==================== uart_rx_fifo
[src/rtl/uart_rx_fifo.sv]
// UART receiver: 16x oversampling with 3-sample majority vote, optional parity,
// one or two stop bits, break detection and a show-ahead receive FIFO.
module uart_rx_fifo #(
  parameter int DATA_W     = 8,
  parameter int FIFO_DEPTH = 8
) (
  input  logic                          clk_i,
  input  logic                          rst_i,
  input  logic                          rx_i,
  input  logic [15:0]                   baud_div_i,
  input  logic                          parity_en_i,
  input  logic                          parity_odd_i,
  input  logic                          two_stop_i,
  input  logic                          rd_i,
  input  logic                          clr_err_i,
  output logic [DATA_W-1:0]             data_o,
  output logic                          perr_o,
  output logic                          ferr_o,
  output logic                          valid_o,
  output logic [$clog2(FIFO_DEPTH):0]   count_o,
  output logic                          overrun_o,
  output logic                          busy_o
);

  localparam int AW = $clog2(FIFO_DEPTH);
  localparam int CW = AW + 1;
  localparam int EW = DATA_W + 2;

  typedef enum logic [2:0] {
    S_IDLE, S_START, S_DATA, S_PARITY, S_STOP1, S_STOP2, S_BREAK
  } state_t;

  state_t state_q, state_d;

  logic              rx_meta_q, rxs_q;
  logic [15:0]       tcnt_q, tcnt_d, div_q, div_d;
  logic [3:0]        scnt_q, scnt_d, bitcnt_q, bitcnt_d;
  logic              pen_q, pen_d, podd_q, podd_d, two_q, two_d;
  logic              pbit_q, pbit_d, perr_q, perr_d, ferr_q, ferr_d;
  logic              s7_q, s7_d, s8_q, s8_d;
  logic [DATA_W-1:0] shift_q, shift_d;

  logic [EW-1:0]     mem_q [FIFO_DEPTH];
  logic [AW-1:0]     wr_ptr_q, wr_ptr_d, rd_ptr_q, rd_ptr_d;
  logic [CW-1:0]     count_q, count_d;
  logic              overrun_q, overrun_d;

  logic tick, samp, maj, start_det, brk;
  logic push, push_perr, push_ferr;
  logic pop, full, wr_en;
  logic [EW-1:0] head;

  assign start_det = (state_q == S_IDLE) && !rxs_q;
  assign tick      = (state_q != S_IDLE) && (state_q != S_BREAK) && (tcnt_q == div_q);
  assign samp      = tick && (scnt_q == 4'd9);
  assign maj       = (s7_q & s8_q) | (s7_q & rxs_q) | (s8_q & rxs_q);
  // Break: all-zero data, zero parity bit (if any) and a low first stop bit.
  assign brk       = (shift_q == '0) && !pbit_q && !maj;

  always_ff @(posedge clk_i or negedge rst_i) begin
    if (!rst_i) begin
      state_q   <= S_IDLE;
      rx_meta_q <= 1'b1;
      rxs_q     <= 1'b1;
      tcnt_q    <= '0;
      scnt_q    <= '0;
      bitcnt_q  <= '0;
      div_q     <= '0;
      pen_q     <= 1'b0;
      podd_q    <= 1'b0;
      two_q     <= 1'b0;
      pbit_q    <= 1'b0;
      perr_q    <= 1'b0;
      ferr_q    <= 1'b0;
      wr_ptr_q  <= '0;
      rd_ptr_q  <= '0;
      count_q   <= '0;
      overrun_q <= 1'b0;
    end else begin
      state_q   <= state_d;
      rx_meta_q <= rx_i;
      rxs_q     <= rx_meta_q;
      tcnt_q    <= tcnt_d;
      scnt_q    <= scnt_d;
      bitcnt_q  <= bitcnt_d;
      div_q     <= div_d;
      pen_q     <= pen_d;
      podd_q    <= podd_d;
      two_q     <= two_d;
      pbit_q    <= pbit_d;
      perr_q    <= perr_d;
      ferr_q    <= ferr_d;
      wr_ptr_q  <= wr_ptr_d;
      rd_ptr_q  <= rd_ptr_d;
      count_q   <= count_d;
      overrun_q <= overrun_d;
    end
  end

  always_ff @(posedge clk_i) begin
    shift_q <= shift_d;
    s7_q    <= s7_d;
    s8_q    <= s8_d;
    if (wr_en) mem_q[wr_ptr_q] <= {push_perr, push_ferr, shift_q};
  end

  always_comb begin
    state_d = state_q;
    unique case (state_q)
      S_IDLE:   if (!rxs_q) state_d = S_START;
      S_START:  if (samp) state_d = maj ? S_IDLE : S_DATA;
      S_DATA:   if (samp && bitcnt_q == 4'(DATA_W - 1)) state_d = pen_q ? S_PARITY : S_STOP1;
      S_PARITY: if (samp) state_d = S_STOP1;
      S_STOP1:  if (samp) state_d = brk ? S_BREAK : (two_q ? S_STOP2 : S_IDLE);
      S_STOP2:  if (samp) state_d = S_IDLE;
      S_BREAK:  if (rxs_q) state_d = S_IDLE;
      default:  state_d = S_IDLE;
    endcase
  end

  always_comb begin
    busy_o    = (state_q != S_IDLE);
    push      = samp && (((state_q == S_STOP1) && (brk || !two_q)) || (state_q == S_STOP2));
    push_perr = perr_q;
    push_ferr = (state_q == S_STOP2) ? (ferr_q | !maj) : !maj;
  end

  // Bit timing and frame datapath; config is captured only at the start edge.
  always_comb begin
    tcnt_d   = tcnt_q;
    scnt_d   = scnt_q;
    bitcnt_d = bitcnt_q;
    div_d    = div_q;
    pen_d    = pen_q;
    podd_d   = podd_q;
    two_d    = two_q;
    pbit_d   = pbit_q;
    perr_d   = perr_q;
    ferr_d   = ferr_q;
    s7_d     = s7_q;
    s8_d     = s8_q;
    shift_d  = shift_q;
    if (start_det) begin
      tcnt_d   = '0;
      scnt_d   = '0;
      bitcnt_d = '0;
      div_d    = baud_div_i;
      pen_d    = parity_en_i;
      podd_d   = parity_odd_i;
      two_d    = two_stop_i;
      pbit_d   = 1'b0;
      perr_d   = 1'b0;
      ferr_d   = 1'b0;
    end else if (state_q != S_IDLE && state_q != S_BREAK) begin
      tcnt_d = tick ? 16'd0 : tcnt_q + 16'd1;
      if (tick) begin
        scnt_d = scnt_q + 4'd1;
        if (scnt_q == 4'd7) s7_d = rxs_q;
        if (scnt_q == 4'd8) s8_d = rxs_q;
      end
      if (samp) begin
        unique case (state_q)
          S_DATA: begin
            shift_d  = {maj, shift_q[DATA_W-1:1]};
            bitcnt_d = bitcnt_q + 4'd1;
          end
          S_PARITY: begin
            pbit_d = maj;
            perr_d = maj ^ (^shift_q) ^ podd_q;
          end
          S_STOP1: ferr_d = !maj;
          default: ;
        endcase
      end
    end
  end

  assign pop   = rd_i && (count_q != '0);
  assign full  = (count_q == CW'(FIFO_DEPTH));
  assign wr_en = push && (!full || pop);

  always_comb begin
    wr_ptr_d  = wr_en ? wr_ptr_q + AW'(1) : wr_ptr_q;
    rd_ptr_d  = pop ? rd_ptr_q + AW'(1) : rd_ptr_q;
    unique case ({wr_en, pop})
      2'b10:   count_d = count_q + CW'(1);
      2'b01:   count_d = count_q - CW'(1);
      default: count_d = count_q;
    endcase
    // A new drop takes priority over a clear in the same cycle.
    if (push && full && !pop) overrun_d = 1'b1;
    else if (clr_err_i)       overrun_d = 1'b0;
    else                      overrun_d = overrun_q;
  end

  assign head      = mem_q[rd_ptr_q];
  assign valid_o   = (count_q != '0);
  assign data_o    = valid_o ? head[DATA_W-1:0] : '0;
  assign ferr_o    = valid_o & head[DATA_W];
  assign perr_o    = valid_o & head[DATA_W+1];
  assign count_o   = count_q;
  assign overrun_o = overrun_q;

endmodule

[config.mk]
export PLATFORM = sky130hd
export DESIGN_NAME = uart_rx_fifo
export DESIGN_NICKNAME = d
export VERILOG_FILES = /design/src/rtl/uart_rx_fifo.sv
export SDC_FILE = /design/constraint.sdc
export NUM_CORES = 1
export LEC_CHECK = 0
export ABC_CLOCK_PERIOD_IN_PS = 2820
export CORE_UTILIZATION = 53
export DETAILED_ROUTE_END_ITERATION = 10
export GPL_TIMING_DRIVEN = 0
export PLACE_DENSITY = 0.79
export SYNTH_ARGS = -nofsm -noshare
export SYNTH_HDL_FRONTEND = slang
export SYNTH_SLANG_ARGS = --single-unit
[constraint.sdc]
create_clock -name clk_i -period 2.82 [get_ports clk_i]
set_clock_uncertainty 0.2 [all_clocks]
set_input_delay 0.423 -clock clk_i [delete_from_list [all_inputs] [get_ports clk_i]]
set_output_delay 0.423 -clock clk_i [all_outputs]
set_load 0.005 [all_outputs]
==================== hazard_sequencer
[config.mk]
export PLATFORM = sky130hd
export DESIGN_NAME = hazard_sequencer
export DESIGN_NICKNAME = d
export VERILOG_FILES = /design/src/rtl/hazard_sequencer_pkg.sv /design/src/rtl/hazard_sequencer_sat.sv /design/src/rtl/hazard_sequencer.sv
export SDC_FILE = /design/constraint.sdc
export NUM_CORES = 1
export LEC_CHECK = 0
export CAP_MARGIN = 10
export CORE_MARGIN = 2
export CORE_UTILIZATION = 47
export CTS_CLUSTER_SIZE = 20
export DETAILED_ROUTE_END_ITERATION = 16
export HOLD_SLACK_MARGIN = 0.1
export PLACE_DENSITY_LB_ADDON = 0.12
export SETUP_SLACK_MARGIN = 0.3
export SLEW_MARGIN = 20
export SYNTH_ARGS = -nofsm -noshare
export SYNTH_HDL_FRONTEND = slang
export SYNTH_SLANG_ARGS = --single-unit
[constraint.sdc]
create_clock -name clk -period 2.9 [get_ports clk]
set_clock_uncertainty 0.05 [all_clocks]
set_input_delay 0.725 -clock clk [delete_from_list [all_inputs] [get_ports clk]]
set_output_delay 0.725 -clock clk [all_outputs]
set_load 0.02 [all_outputs]
[src/rtl/hazard_sequencer_pkg.sv]
// Shared types for the pipeline hazard sequencer: FSM encoding and the bundled
// control word that drives the PC, IF/ID and downstream pipeline enables.
package hazard_sequencer_pkg;

    typedef enum logic [1:0] {
        HS_RUN,
        HS_MEM_WAIT,
        HS_REDIRECT_PEND
    } hs_state_t;

    typedef struct packed {
        logic pc_write;
        logic pc_sel;
        logic ifid_write;
        logic ifid_flush;
        logic idex_bubble;
        logic pipe_freeze;
    } hazard_ctrl_t;

    function automatic hazard_ctrl_t ctrl_run();
        hazard_ctrl_t c;
        c             = '0;
        c.pc_write    = 1'b1;
        c.ifid_write  = 1'b1;
        return c;
    endfunction

    function automatic hazard_ctrl_t ctrl_freeze();
        hazard_ctrl_t c;
        c             = '0;
        c.pipe_freeze = 1'b1;
        return c;
    endfunction

    // IF/ID is left enabled so the flush to NOP actually lands in the register.
    function automatic hazard_ctrl_t ctrl_redirect();
        hazard_ctrl_t c;
        c             = '0;
        c.pc_write    = 1'b1;
        c.pc_sel      = 1'b1;
        c.ifid_write  = 1'b1;
        c.ifid_flush  = 1'b1;
        c.idex_bubble = 1'b1;
        return c;
    endfunction

    function automatic hazard_ctrl_t ctrl_load_use();
        hazard_ctrl_t c;
        c             = '0;
        c.idex_bubble = 1'b1;
        return c;
    endfunction

endpackage

[src/rtl/hazard_sequencer_sat.sv]
// Saturating up-counter: counts inc pulses and sticks at all-ones.
module sat_counter #(
    parameter int W = 16
) (
    input  logic         clk,
    input  logic         reset,
    input  logic         inc,
    output logic [W-1:0] count
);

    logic [W-1:0] count_reg;

    always_ff @(posedge clk or negedge reset) begin
        if (!reset) begin
            count_reg <= '0;
        end else if (inc && (count_reg != '1)) begin
            count_reg <= count_reg + 1'b1;
        end
    end

    assign count = count_reg;

endmodule

[src/rtl/hazard_sequencer.sv]
// Pipeline hazard controller: load-use bubbles, EX redirects, memory-wait freeze
// with deferred redirect, wait timeout and saturating stall/flush counters.
module hazard_sequencer
    import hazard_sequencer_pkg::*;
#(
    parameter int RF_ADDRESS  = 5,
    parameter int PC_W        = 9,
    parameter int CNT_W       = 16,
    parameter int MEM_TIMEOUT = 64
) (
    input  logic                  clk,
    input  logic                  reset,
    input  logic                  idex_memread,
    input  logic [RF_ADDRESS-1:0] idex_rd,
    input  logic [RF_ADDRESS-1:0] ifid_rs1,
    input  logic [RF_ADDRESS-1:0] ifid_rs2,
    input  logic                  ex_redirect,
    input  logic [PC_W-1:0]       ex_target,
    input  logic                  dmem_req,
    input  logic                  dmem_ready,
    output logic                  pc_write,
    output logic                  pc_sel,
    output logic [PC_W-1:0]       pc_target,
    output logic                  ifid_write,
    output logic                  ifid_flush,
    output logic                  idex_bubble,
    output logic                  pipe_freeze,
    output logic                  mem_err,
    output logic [CNT_W-1:0]      stall_cnt,
    output logic [CNT_W-1:0]      flush_cnt
);

    localparam int WAIT_W = $clog2(MEM_TIMEOUT + 1);
    localparam logic [WAIT_W-1:0] WAIT_LAST = WAIT_W'(MEM_TIMEOUT - 1);
    localparam logic [WAIT_W-1:0] WAIT_MAX  = WAIT_W'(MEM_TIMEOUT);

    hs_state_t         state_reg, state_next;
    logic [PC_W-1:0]   pend_target_reg, pend_target_next;
    logic [WAIT_W-1:0] wait_cnt_reg, wait_cnt_next;
    logic              mem_err_reg, mem_err_next;

    hazard_ctrl_t      ctrl;
    logic [PC_W-1:0]   target;
    logic              load_use;
    logic              hold;
    logic              timed_out;
    logic              stall_inc;
    logic              flush_inc;

    assign load_use  = idex_memread && (idex_rd != '0) &&
                       ((idex_rd == ifid_rs1) || (idex_rd == ifid_rs2));
    assign timed_out = (wait_cnt_reg == WAIT_MAX);

    always_ff @(posedge clk or negedge reset) begin
        if (!reset) begin
            state_reg       <= HS_RUN;
            pend_target_reg <= '0;
            wait_cnt_reg    <= '0;
            mem_err_reg     <= 1'b0;
        end else begin
            state_reg       <= state_next;
            pend_target_reg <= pend_target_next;
            wait_cnt_reg    <= wait_cnt_next;
            mem_err_reg     <= mem_err_next;
        end
    end

    // In RUN only a fresh unready access freezes; in the wait states the freeze
    // persists until ready or until the wait counter hits the timeout.
    always_comb begin
        hold = 1'b0;
        case (state_reg)
            HS_RUN:           hold = dmem_req && !dmem_ready;
            HS_MEM_WAIT,
            HS_REDIRECT_PEND: hold = !dmem_ready && !timed_out;
            default:          hold = 1'b0;
        endcase
    end

    always_comb begin
        state_next       = state_reg;
        pend_target_next = pend_target_reg;
        wait_cnt_next    = wait_cnt_reg;
        mem_err_next     = mem_err_reg;
        ctrl             = ctrl_run();
        target           = '0;
        stall_inc        = 1'b0;
        flush_inc        = 1'b0;

        if (hold) begin
            ctrl          = ctrl_freeze();
            stall_inc     = 1'b1;
            wait_cnt_next = wait_cnt_reg + 1'b1;
            if (wait_cnt_reg == WAIT_LAST) begin
                mem_err_next = 1'b1;
            end
            // The first redirect seen while frozen belongs to the held EX
            // instruction; later ones must not overwrite it.
            if (ex_redirect && (state_reg != HS_REDIRECT_PEND)) begin
                pend_target_next = ex_target;
                state_next       = HS_REDIRECT_PEND;
            end else if (state_reg == HS_RUN) begin
                state_next = HS_MEM_WAIT;
            end
        end else begin
            state_next    = HS_RUN;
            wait_cnt_next = '0;
            if (state_reg == HS_REDIRECT_PEND) begin
                ctrl             = ctrl_redirect();
                target           = pend_target_reg;
                flush_inc        = 1'b1;
                pend_target_next = '0;
            end else if (ex_redirect) begin
                ctrl      = ctrl_redirect();
                target    = ex_target;
                flush_inc = 1'b1;
            end else if (load_use) begin
                ctrl      = ctrl_load_use();
                stall_inc = 1'b1;
            end
        end

        if (!reset) begin
            ctrl   = ctrl_run();
            target = '0;
        end
    end

    sat_counter #(.W(CNT_W)) u_stall_cnt (
        .clk   (clk),
        .reset (reset),
        .inc   (stall_inc),
        .count (stall_cnt)
    );

    sat_counter #(.W(CNT_W)) u_flush_cnt (
        .clk   (clk),
        .reset (reset),
        .inc   (flush_inc),
        .count (flush_cnt)
    );

    assign pc_write    = ctrl.pc_write;
    assign pc_sel      = ctrl.pc_sel;
    assign pc_target   = target;
    assign ifid_write  = ctrl.ifid_write;
    assign ifid_flush  = ctrl.ifid_flush;
    assign idex_bubble = ctrl.idex_bubble;
    assign pipe_freeze = ctrl.pipe_freeze;
    assign mem_err     = mem_err_reg;

endmodule
==================== spi_flash_arbiter
[config.mk]
export PLATFORM = sky130hd
export DESIGN_NAME = spi_flash_arbiter
export DESIGN_NICKNAME = d
export VERILOG_FILES = /design/src/rtl/spi_flash_arb_pkg.sv /design/src/rtl/spi_rr_pick.sv /design/src/rtl/spi_flash_arbiter.sv
export SDC_FILE = /design/constraint.sdc
export NUM_CORES = 1
export LEC_CHECK = 0
export CORE_MARGIN = 2
export CORE_UTILIZATION = 42
export DETAILED_ROUTE_END_ITERATION = 12
export PLACE_DENSITY = 0.86
export SLEW_MARGIN = 10
export SYNTH_ARGS = -nofsm -noshare
export SYNTH_HDL_FRONTEND = slang
export SYNTH_HIERARCHICAL = 1
export SYNTH_SLANG_ARGS = --single-unit
export TNS_END_PERCENT = 5
[constraint.sdc]
create_clock -name i_clk -period 6.3 [get_ports i_clk]
set_input_delay 1.89 -clock i_clk [delete_from_list [all_inputs] [get_ports i_clk]]
set_output_delay 1.89 -clock i_clk [all_outputs]
set_load 0.03 [all_outputs]
[src/rtl/spi_flash_arb_pkg.sv]
// Shared types and defaults for the SPI flash read arbiter.
package spi_flash_arb_pkg;

  typedef enum logic [2:0] {
    S_IDLE,
    S_ISSUE,
    S_WAIT,
    S_DONE,
    S_ERR
  } state_t;

  localparam int ADDR_W_DEFAULT = 24;

endpackage

[src/rtl/spi_rr_pick.sv]
// Combinational round-robin selector: first set request at or after ptr, wrapping.
module spi_rr_pick #(
  parameter int NUM_REQ = 4,
  parameter int IDX_W   = 2
) (
  input  logic [NUM_REQ-1:0] req,
  input  logic [IDX_W-1:0]   ptr,
  output logic [NUM_REQ-1:0] onehot,
  output logic [IDX_W-1:0]   idx,
  output logic               any
);

  localparam int unsigned N = NUM_REQ;

  always_comb begin
    int unsigned base;
    int unsigned k;
    logic [IDX_W-1:0] kk;
    onehot = '0;
    idx    = '0;
    any    = 1'b0;
    base   = 32'(ptr);
    k      = 0;
    kk     = '0;
    for (int unsigned i = 0; i < N; i++) begin
      k  = (base + i) % N;
      kk = IDX_W'(k);
      if (!any && req[kk]) begin
        any        = 1'b1;
        onehot[kk] = 1'b1;
        idx        = kk;
      end
    end
  end

endmodule

[src/rtl/spi_flash_arbiter.sv]
// Round-robin arbiter sharing one SPI flash read controller among NUM_REQ requesters.
// Optional WAIT-state timeout is enabled by defining SPI_ARB_TIMEOUT_EN.
module spi_flash_arbiter
  import spi_flash_arb_pkg::*;
#(
  parameter int NUM_REQ        = 4,
  parameter int ADDR_W         = ADDR_W_DEFAULT,
  parameter int TIMEOUT_CYCLES = 65536
) (
  input  logic                      i_clk,
  input  logic                      i_rst,
  input  logic [NUM_REQ-1:0]        i_req,
  input  logic [NUM_REQ*ADDR_W-1:0] i_req_addr,
  output logic [NUM_REQ-1:0]        o_grant,
  output logic [NUM_REQ-1:0]        o_done,
  output logic [NUM_REQ-1:0]        o_err,
  output logic [ADDR_W-1:0]         o_read_addr,
  output logic                      o_read_stb,
  input  logic                      i_read_done_stb,
  output logic                      o_busy
);

  localparam int IDX_W = (NUM_REQ > 1) ? $clog2(NUM_REQ) : 1;

  state_t             state;
  logic [IDX_W-1:0]   rr_ptr;
  logic [IDX_W-1:0]   owner;
  logic [IDX_W-1:0]   next_ptr;
  logic [NUM_REQ-1:0] pick_onehot;
  logic [IDX_W-1:0]   pick_idx;
  logic               pick_any;
  logic [ADDR_W-1:0]  addr_arr [NUM_REQ];

  for (genvar g = 0; g < NUM_REQ; g++) begin : g_addr
    assign addr_arr[g] = i_req_addr[g*ADDR_W +: ADDR_W];
  end

  spi_rr_pick #(
    .NUM_REQ (NUM_REQ),
    .IDX_W   (IDX_W)
  ) u_pick (
    .req    (i_req),
    .ptr    (rr_ptr),
    .onehot (pick_onehot),
    .idx    (pick_idx),
    .any    (pick_any)
  );

  assign next_ptr = (owner == IDX_W'(NUM_REQ - 1)) ? '0 : owner + 1'b1;

`ifdef SPI_ARB_TIMEOUT_EN
  localparam int CNT_W = (TIMEOUT_CYCLES > 2) ? $clog2(TIMEOUT_CYCLES) : 1;
  logic [CNT_W-1:0]   cnt;
  logic [NUM_REQ-1:0] err;
  assign o_err = err;
`else
  assign o_err = '0;
`endif

  always_ff @(posedge i_clk) begin
    if (i_rst) begin
      state       <= S_IDLE;
      rr_ptr      <= '0;
      owner       <= '0;
      o_grant     <= '0;
      o_done      <= '0;
      o_read_stb  <= 1'b0;
      o_read_addr <= '0;
      o_busy      <= 1'b0;
`ifdef SPI_ARB_TIMEOUT_EN
      cnt         <= '0;
      err         <= '0;
`endif
    end else begin
      o_read_stb <= 1'b0;
      o_done     <= '0;
`ifdef SPI_ARB_TIMEOUT_EN
      err        <= '0;
`endif
      case (state)
        S_IDLE: begin
          if (pick_any) begin
            // Strobe is registered here so it is visible in exactly the ISSUE cycle.
            owner       <= pick_idx;
            o_grant     <= pick_onehot;
            o_read_addr <= addr_arr[pick_idx];
            o_read_stb  <= 1'b1;
            o_busy      <= 1'b1;
            state       <= S_ISSUE;
          end
        end
        S_ISSUE: begin
`ifdef SPI_ARB_TIMEOUT_EN
          cnt   <= '0;
`endif
          state <= S_WAIT;
        end
        S_WAIT: begin
          if (i_read_done_stb) begin
            o_done <= o_grant;
            state  <= S_DONE;
          end
`ifdef SPI_ARB_TIMEOUT_EN
          else if (cnt == CNT_W'(TIMEOUT_CYCLES - 1)) begin
            err   <= o_grant;
            state <= S_ERR;
          end else begin
            cnt <= cnt + 1'b1;
          end
`endif
        end
        S_DONE, S_ERR: begin
          rr_ptr  <= next_ptr;
          o_grant <= '0;
          o_busy  <= 1'b0;
          state   <= S_IDLE;
        end
        default: state <= S_IDLE;
      endcase
    end
  end

endmodule

==================== pio_mailbox_arbiter
[src/rtl/pio_mailbox_arbiter.sv]
// Round-robin arbiter sharing one 32-bit ARM<->FPGA PIO mailbox pair among NUM_REQ requesters.
// The ARM polls for a grant, then reads the granted requester's payload captured at grant time.
module pio_mailbox_arbiter #(
  parameter int NUM_REQ = 4,
  parameter int TIMEOUT = 1024
) (
  input  logic                  clock,
  input  logic                  resetn,
  input  logic [31:0]           inputPio,
  output logic [31:0]           outputPio,
  input  logic [NUM_REQ-1:0]    req,
  input  logic [16*NUM_REQ-1:0] req_data,
  output logic [NUM_REQ-1:0]    ack,
  output logic                  led
);

  localparam logic [31:0] CMD_POLL = 32'h0000_0001;
  localparam logic [31:0] CMD_READ = 32'h0000_0201;

  localparam logic [7:0] CODE_EMPTY = 8'h01;
  localparam logic [7:0] CODE_GRANT = 8'h02;
  localparam logic [7:0] CODE_DATA  = 8'h03;
  localparam logic [7:0] CODE_ERROR = 8'h04;

  localparam int TW = $clog2(TIMEOUT + 1);

  typedef enum logic {S_IDLE, S_GRANTED} state_t;

  state_t               state_q, state_d;
  logic [31:0]          in_q, in_d;
  logic [31:0]          in_q2, in2_d;
  logic [31:0]          out_q, out_d;
  logic [NUM_REQ-1:0]   ack_q, ack_d;
  logic [3:0]           rr_q, rr_d;
  logic [3:0]           id_q, id_d;
  logic [15:0]          data_q, data_d;
  logic [TW-1:0]        tmo_q, tmo_d;

  logic                 is_poll, is_read;
  logic                 found;
  logic [3:0]           win_id;
  logic [15:0]          win_data;
  logic [NUM_REQ-1:0]   id_onehot;
  logic [3:0]           nxt_ptr;
  logic [TW-1:0]        tmo_inc;
  logic                 expire;

  // A command only counts on the edge where the double-registered word changes to a valid value.
  assign is_poll = (in_q != in_q2) && (in_q == CMD_POLL);
  assign is_read = (in_q != in_q2) && (in_q == CMD_READ);

  assign nxt_ptr = (id_q == 4'(NUM_REQ - 1)) ? 4'h0 : id_q + 4'h1;
  assign tmo_inc = tmo_q + TW'(1);
  assign expire  = (tmo_inc == TW'(TIMEOUT));

  // Two passes give a rotating priority: indices at/above rr_q first, then the wrapped-around ones.
  always_comb begin
    // NOTE: every combinational output gets a default first so no path leaves it unassigned (no latch).
    found    = 1'b0;
    win_id   = 4'h0;
    win_data = 16'h0000;
    for (int i = 0; i < NUM_REQ; i++) begin
      if (!found && req[i] && (4'(i) >= rr_q)) begin
        found    = 1'b1;
        win_id   = 4'(i);
        win_data = req_data[16*i +: 16];
      end
    end
    for (int i = 0; i < NUM_REQ; i++) begin
      if (!found && req[i] && (4'(i) < rr_q)) begin
        found    = 1'b1;
        win_id   = 4'(i);
        win_data = req_data[16*i +: 16];
      end
    end
  end

  always_comb begin
    id_onehot = '0;
    for (int i = 0; i < NUM_REQ; i++) begin
      id_onehot[i] = (id_q == 4'(i));
    end
  end

  always_comb begin
    state_d = state_q;
    in_d    = inputPio;
    in2_d   = in_q;
    out_d   = out_q;
    ack_d   = '0;
    rr_d    = rr_q;
    id_d    = id_q;
    data_d  = data_q;
    tmo_d   = tmo_q;

    unique case (state_q)
      S_IDLE: begin
        if (is_poll) begin
          if (found) begin
            id_d    = win_id;
            data_d  = win_data;
            out_d   = {4'h0, win_id, CODE_GRANT, 16'h0000};
            tmo_d   = '0;
            state_d = S_GRANTED;
          end else begin
            out_d = {4'h0, 4'h0, CODE_EMPTY, 16'h0000};
          end
        end else if (is_read) begin
          out_d = {4'h0, 4'hF, CODE_ERROR, 16'h0000};
        end
      end
      S_GRANTED: begin
        tmo_d = tmo_inc;
        // A READ landing on the expiry edge still delivers.
        if (is_read) begin
          out_d   = {4'h0, id_q, CODE_DATA, data_q};
          ack_d   = id_onehot;
          rr_d    = nxt_ptr;
          state_d = S_IDLE;
        end else if (expire) begin
          out_d   = {4'h0, id_q, CODE_ERROR, 16'h0000};
          rr_d    = nxt_ptr;
          state_d = S_IDLE;
        end else if (is_poll) begin
          out_d = {4'h0, id_q, CODE_GRANT, 16'h0000};
        end
      end
      default: state_d = S_IDLE;
    endcase
  end

  // NOTE: sequential state uses non-blocking assignments so all flops update from pre-edge values.
  always_ff @(posedge clock or negedge resetn) begin
    if (!resetn) begin
      state_q <= S_IDLE;
      in_q    <= '0;
      in_q2   <= '0;
      out_q   <= '0;
      ack_q   <= '0;
      rr_q    <= '0;
      id_q    <= '0;
      data_q  <= '0;
      tmo_q   <= '0;
    end else begin
      state_q <= state_d;
      in_q    <= in_d;
      in_q2   <= in2_d;
      out_q   <= out_d;
      ack_q   <= ack_d;
      rr_q    <= rr_d;
      id_q    <= id_d;
      data_q  <= data_d;
      tmo_q   <= tmo_d;
    end
  end

  assign outputPio = out_q;
  assign ack       = ack_q;
  assign led       = (state_q == S_GRANTED);

endmodule

[config.mk]
export PLATFORM = sky130hd
export DESIGN_NAME = pio_mailbox_arbiter
export DESIGN_NICKNAME = d
export VERILOG_FILES = /design/src/rtl/pio_mailbox_arbiter.sv
export SDC_FILE = /design/constraint.sdc
export NUM_CORES = 1
export LEC_CHECK = 0
export CAP_MARGIN = 25
export CORE_MARGIN = 4
export CORE_UTILIZATION = 50
export CTS_CLUSTER_DIAMETER = 150
export DETAILED_ROUTE_END_ITERATION = 8
export GPL_ROUTABILITY_DRIVEN = 0
export PLACE_DENSITY_LB_ADDON = 0.08
export SLEW_MARGIN = 15
export SYNTH_ARGS = -nofsm -noshare
export SYNTH_HDL_FRONTEND = slang
export SYNTH_SLANG_ARGS = --single-unit
export TNS_END_PERCENT = 50
[constraint.sdc]
create_clock -name clock -period 5.1 [get_ports clock]
set_input_delay 0.51 -clock clock [delete_from_list [all_inputs] [get_ports clock]]
set_output_delay 0.51 -clock clock [all_outputs]
set_load 0.005 [all_outputs]
Fig. 1: uart_rx_fifo, cell classes on the final placement
Drawn at 2 px/µm.
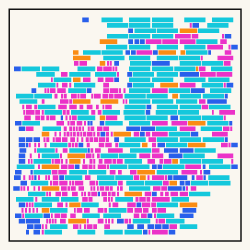
Key: remaining buffers and delay cells = blue [cells 101, share of their area 12%]; clock drivers and dummy loads = orange [cells 32, share of their area 6.8%]; combinational and other logic = magenta [cells 342, share of their area 31%]; sequential cells = cyan [cells 152, share of their area 51%]
post-layout util: 0.705
fin area: 0.00865 mm²
number of standard-cell rows in the floorplan: 40
flip-flop and latch share of the layout cell area: 0.493

==> flow_metrics.rpt, uart_rx_fifo <==
IMPLEMENTATION SUMMARY REPORT
----------------------------------------------------
[Clocking]
  Hold buffers post-CTS ........................ 1
  Clock-pin transition on the worst setup and hold timing paths ........................ 0.07 ns
  Number of levels the H-tree was split into ........................ 4
  CTS Buf Count ........................ 17

[STA]
  Worst-case setup margin in the final layout ........................ -0.204 ns
  Fmax ........................ about 330 MHz
  Final Setup Violations ........................ 23

[Critical path]
  Element type at the critical path start ........................ register
  Setup crit start ........................ rxs_q$_DFF_PN1_

[Final layout]
  Non-clock buffer area fraction after layout ........................ 0.116
  Logic area ........................ around 0.0025 mm²
  Fin nets ........................ roughly 650
  Layout inverter count without the clock tree ........................ 19

[Detailed routing]
  Iteration tally of the first detailed-router pass ........................ 5
  Via density ........................ 5.61

[Run status]
  Status ........................ complete, but fails checks
  Failing checks ........................ negative setup slack

[Synthesis]
  Yosys reg bits ........................ 152
  Floorplan Nets ........................ approximately 550
  Number of warnings reported in the yosys synthesis log ........................ 0
  Post-synthesis sequential area ratio ........................ 0.628

[Power]
  Worst IR Drop VDD ........................ 0.380 mV
  Design Power ........................ 6.29 mW
  Fraction of power spent switching nets ........................ 0.284

[Die]
  Die height ........................ about 120 µm
  Core region area ........................ between 0.01 and 0.015 mm²

[Placed design]
  Total cell area at the placement stage ........................ 0.00742 mm²
  Detailed Place HPWL ........................ 8550 µm

----------------------------------------------------
-- uart_rx_fifo: per-layer routing --
layer | track usage | up-vias
li1 | - | 2043
met1 | 0.282 | 2222
met2 | 0.412 | 166
met3 | 0.0543 | 30
met4 | 0.100 | 0
met5 | 0 | -
-- uart_rx_fifo: power groups by stage --
stage | Sequential (mW) | Clock, mW | Combinational, mW
final | 2.59 | 2.20 | 1.50
after global routing | 2.60 | 2.32 | 1.62
after CTS | 2.58 | 2.21 | 1.47
after detailed placement | 2.60 | 0 | 1.29
after global placement | 2.59 | 0 | 1.26
after floorplan | 2.57 | 0 | 0.805
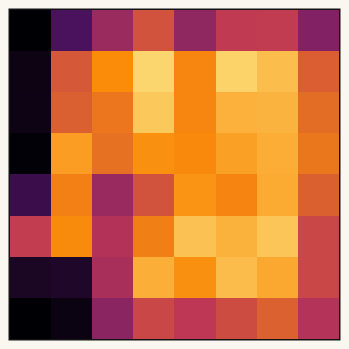
Fig. 2. Local utilization (spi_flash_arbiter).
Drawn at 4 px/µm. The die is cut into 8 by 8 equal tiles; black is low, pale yellow is high, 0 to 100% covered.
The fullest tile reaches 91%. The mean over all tiles is 57%. 31% of the tiles are over 75% full. The emptiest ninth of the die: lower left. 4.7% of the tiles are nearly empty.
fraction of the core area occupied by cells at floorplan: 0.435
core region area: 0.00592 mm²
post-layout util: 0.673

==> flow_metrics.rpt, spi_flash_arbiter <==
IMPLEMENTATION SUMMARY REPORT
----------------------------------------------------
[Run status]
  Status ........................ completed

[Final layout]
  Logic area ........................ 0.00161 mm²
  Total number of sequential cells ........................ 40
  Fin nets ........................ between 400 and 500
  Cell class ranked first by area ........................ logic gates
  Number of multi-input combinational cells in the layout ........................ 195

[Global route]
  Via count of the first global-routing pass ........................ roughly 2400
  Routing usage on met2 ........................ 0.424

[Synthesis]
  Cells after synthesis ........................ 260
  Number of warnings reported in the yosys synthesis log ........................ 6
  Mean area per synthesized cell ........................ 9.90 µm²
  Number of cells in the yosys synthesis report ........................ 260

[STA]
  RSZ-0062 raised after global routing ........................ false

[Clocking]
  Number of setup buffers added after CTS ........................ 0

[Detailed routing]
  Routed length on met3 ........................ 877 µm
  Routed WL per cell ........................ 16.9 µm

[Critical path]
  Biggest cell delay along the critical path ........................ 0.87 ns
  Max stage delay cell, worst path ........................ sky130_fd_sc_hd__o31ai_4

[Die]
  I/O pin total ........................ 141

[Min path]
  End point of the most critical hold path ........................ owner[1]$_SDFFE_PP0P_

[Power]
  Combinational power ........................ 0.831 mW

----------------------------------------------------
## spi_flash_arbiter: kinds of logic after synthesis
logic type	Yosys count
adders and majority gates	11
and+or+nand+nor	41
muxes	57
buffers and inverters	28
AOI/OAI and AO/OA	82
DFF	40
other	1
## spi_flash_arbiter: registers in the layout, indices dropped and copies added, names as in the netlist
| signal | cells |
|---|---|
| o_read_addr | 24 |
| owner | 2 |
| o_busy | 1 |
| state | 2 |
| o_grant | 4 |
| o_done | 4 |
| o_read_stb | 1 |
| rr_ptr | 2 |
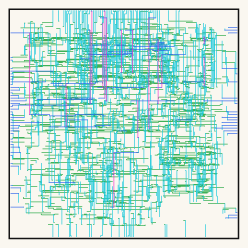
Fig. 3. Wiring by layer (pio_mailbox_arbiter).
Drawn at 2 px/µm.
Key: metal 3 = blue [wire length 723 µm]; metal 2 = cyan [wire length 6870 µm]; metal 1 = green [wire length 5870 µm]; metal 4 = magenta [wire length 462 µm]
Via Count: 4362
Routed WL per cell: 18.4 µm

==> flow_metrics.rpt, pio_mailbox_arbiter <==
IMPLEMENTATION SUMMARY REPORT
----------------------------------------------------
[Run status]
  Status ........................ completed

[Die]
  Number of standard-cell rows in the floorplan ........................ 38
  Fraction of the core area occupied by cells at floorplan ........................ 0.514

[Synthesis]
  Mean area per synthesized cell ........................ 11.5 µm²
  Ao+oa area frac ........................ 0.165
  Number of enable flip-flop cells ........................ 0
  Area leader, netlist ........................ sky130_fd_sc_hd__dfrtp_1
  Post-synthesis sequential area ratio ........................ 0.545
  Top FF cell, synth ........................ sky130_fd_sc_hd__dfrtp_1
  Area share of xor/xnor cells in the synthesized design ........................ 0.0626
  Basic-gate share of the synthesized area counting and, or, nand and nor cells ........................ 0.120
  Yosys Chip Area ........................ 0.00560 mm²

[Power]
  Combinational power ........................ between 0.15 and 0.2 mW
  Net Sw Power ........................ 0.548 mW
  Worst IR Drop VDD ........................ 0.205 mV
  Power density normalized to cell area ........................ about 300 mW/mm²
  Internal Dissipation ........................ 1.72 mW
  Sequential cell fraction of total power ........................ 0.448

[Critical path]
  Max stage delay cell, worst path ........................ sky130_fd_sc_hd__and3_1
  Cell family contributing the most delay on the critical path ........................ simple AND/OR/NAND/NOR gates
  Worst reg2reg setup slack ........................ 2.11 ns
  Setup crit start ........................ in2_d[5]$_DFF_PN0_
  Buffer and inverter count on the worst path ........................ 1
  Cell count of the worst reg-to-reg path ........................ 6

[Clocking]
  Number of clock sinks ........................ 122
  Insertion delay at the late pin of the worst-skew pair ........................ 0.52 ns
  Resized cells post-CTS ........................ 0
  Clock-pin transition on the worst setup and hold timing paths ........................ 0.06 ns

[Detailed routing]
  Via density ........................ approximately 5.8
  Final WL ........................ about 14000 µm
  Routed length on met3 ........................ 722 µm

[Final layout]
  Proportion of cell area occupied by multi-input gates ........................ 0.310
  Number of non-clock buffers in the layout ........................ 135

[Placed design]
  Cell count after placement ........................ 723

[STA]
  Relative slew slack ........................ 0.396
  RSZ-0062 raised after global routing ........................ false

[Global route]
  Number of antenna violations at the first check in global routing ........................ 0

----------------------------------------------------
[pio_mailbox_arbiter: metrics by stage]
step | utilization | hold WS (ns) | power (mW) | worst slack (ns)
floorplan | - | 0.214 | 1.09 | 2.44
global placement | 0.632 | 0.406 | 1.20 | 2.19
detailed placement | 0.632 | 0.409 | 1.21 | 2.06
CTS | 0.682 | 0.178 | 2.29 | 2.11
global route | 0.685 | 0.399 | 2.35 | 2.02
finish | 0.685 | 0.416 | 2.27 | 2.11
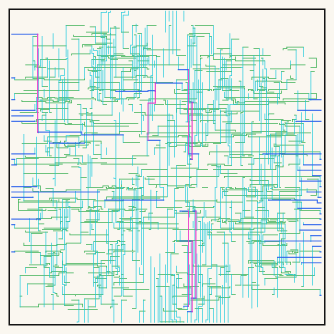
Fig. 4. Wiring by layer (hazard_sequencer).
Drawn at 4 px/µm.
Key: metal 2 = cyan [wire length 3170 µm]; metal 1 = green [wire length 2580 µm]; metal 3 = blue [wire length 270 µm]; metal 4 = magenta [wire length 139 µm]
Routed WL per cell: 14.1 µm
Via Count: 2198
final WL: 6150 µm
global router's overall resource usage: 0.213

==> flow_metrics.rpt, hazard_sequencer <==
IMPLEMENTATION SUMMARY REPORT
----------------------------------------------------
[Critical path]
  Critical path capture point type ........................ primary output
  Setup crit start ........................ ifid_rs1[1]
  Reg-to-Reg End ........................ u_flush_cnt.count[7]$_DFFE_PN0P_
  Source of the worst register-to-register timing path ........................ wait_cnt_reg[1]$_DFF_PN0_
  Endpoint of the most critical setup path ........................ pc_write
  Peak fanout along the critical path ........................ 2
  Type of the worst setup path ........................ input port to primary output
  CP required ........................ 2.12 ns

[Placed design]
  RD Place Congestion ........................ 0.831

[Synthesis]
  Post-synthesis cell type with the largest instance count ........................ sky130_fd_sc_hd__dfrtp_1
  Synthesized-area fraction occupied by adder cells ........................ 0.0336
  Top FF cell, synth ........................ sky130_fd_sc_hd__dfrtp_1
  Yosys Chip Area ........................ 0.00261 mm²
  Mux share ........................ 0.00864
  Yosys reg bits ........................ 51

[Final layout]
  Relative area of clock buffers and inverters in the final design ........................ 0.0271
  Flip-flop and latch share of the layout cell area ........................ 0.333
  Area growth from synthesis to layout ........................ 46.8%
  Antenna diode count ........................ 0

[Clocking]
  Number of clock sinks ........................ 51

[Run status]
  Status ........................ completed

[Power]
  Worst IR Drop VDD ........................ 0.544 mV
  Total leakage power ........................ between 1.5 and 2 nW
  Clock Power Share ........................ 0.214

[Die]
  Core region area ........................ 0.00544 mm²

[Global route]
  Met3 GRT Util ........................ 0.0414
  Routing usage on met2 ........................ 0.372

----------------------------------------------------
==> hazard_sequencer: worst register-to-register path, delay by kind of cell (launching register included) <==
family                     cells  cell delay (ns)
DFF                            1             0.39
xor gates and xnor gates       1             0.14
AOI/OAI and AO/OA              2             0.45
and+or+nand+nor                4             0.78
adders and majority gates      1             0.13
buffers and inverters          3             0.49
==> hazard_sequencer: repair_timing <==
item | CTS | global route
pin swaps | 7 | 8
endpoints found under the hold margin | 0 | 0
resized | 103 | 21
setup endpoints to repair | 27 | 20


==> screenshots <==
Clock nets.
(a)
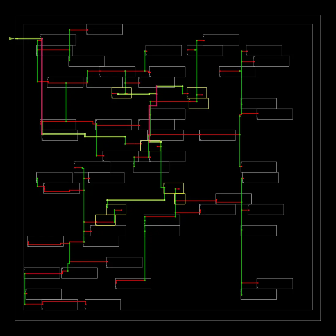
(b)
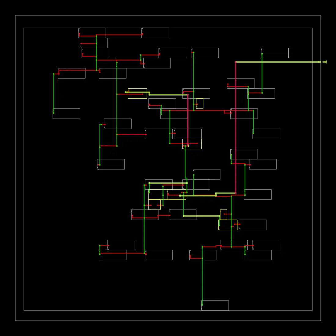
(c)
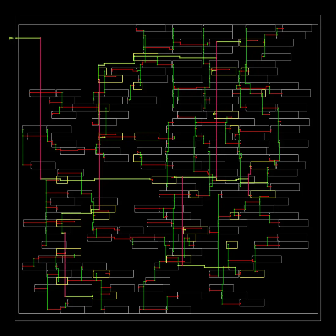
(d)
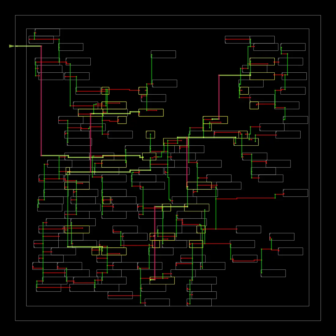
hazard_sequencer is (a).
spi_flash_arbiter is (b).
pio_mailbox_arbiter is (d).
uart_rx_fifo is (c).


==> gallery <==
Local utilization.
panel A
Drawn at 3 px/µm. The die is cut into 12 by 12 equal tiles; black is low, pale yellow is high, 0 to 100% covered.
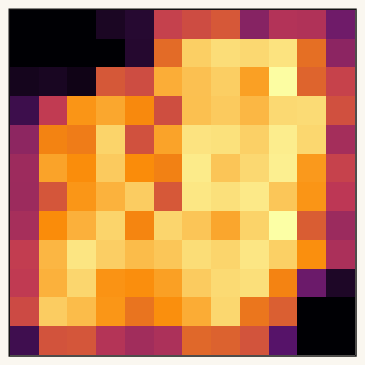
panel B
Drawn at 4 px/µm. The die is cut into 8 by 8 equal tiles; black is low, pale yellow is high, 0 to 100% covered.
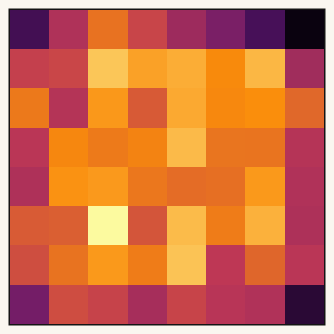
panel C
Drawn at 3 px/µm. The die is cut into 11 by 11 equal tiles; black is low, pale yellow is high, 0 to 100% covered.
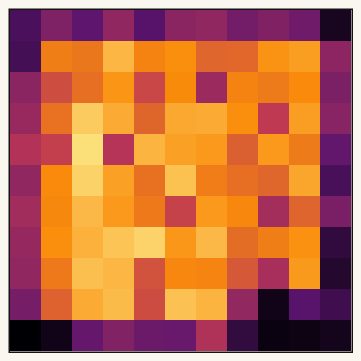
The one with the smallest die is panel B.
- panel A = uart_rx_fifo
- panel B = hazard_sequencer
- panel C = pio_mailbox_arbiter

Power figures rest on the tool's default switching activity, not on a simulated workload.
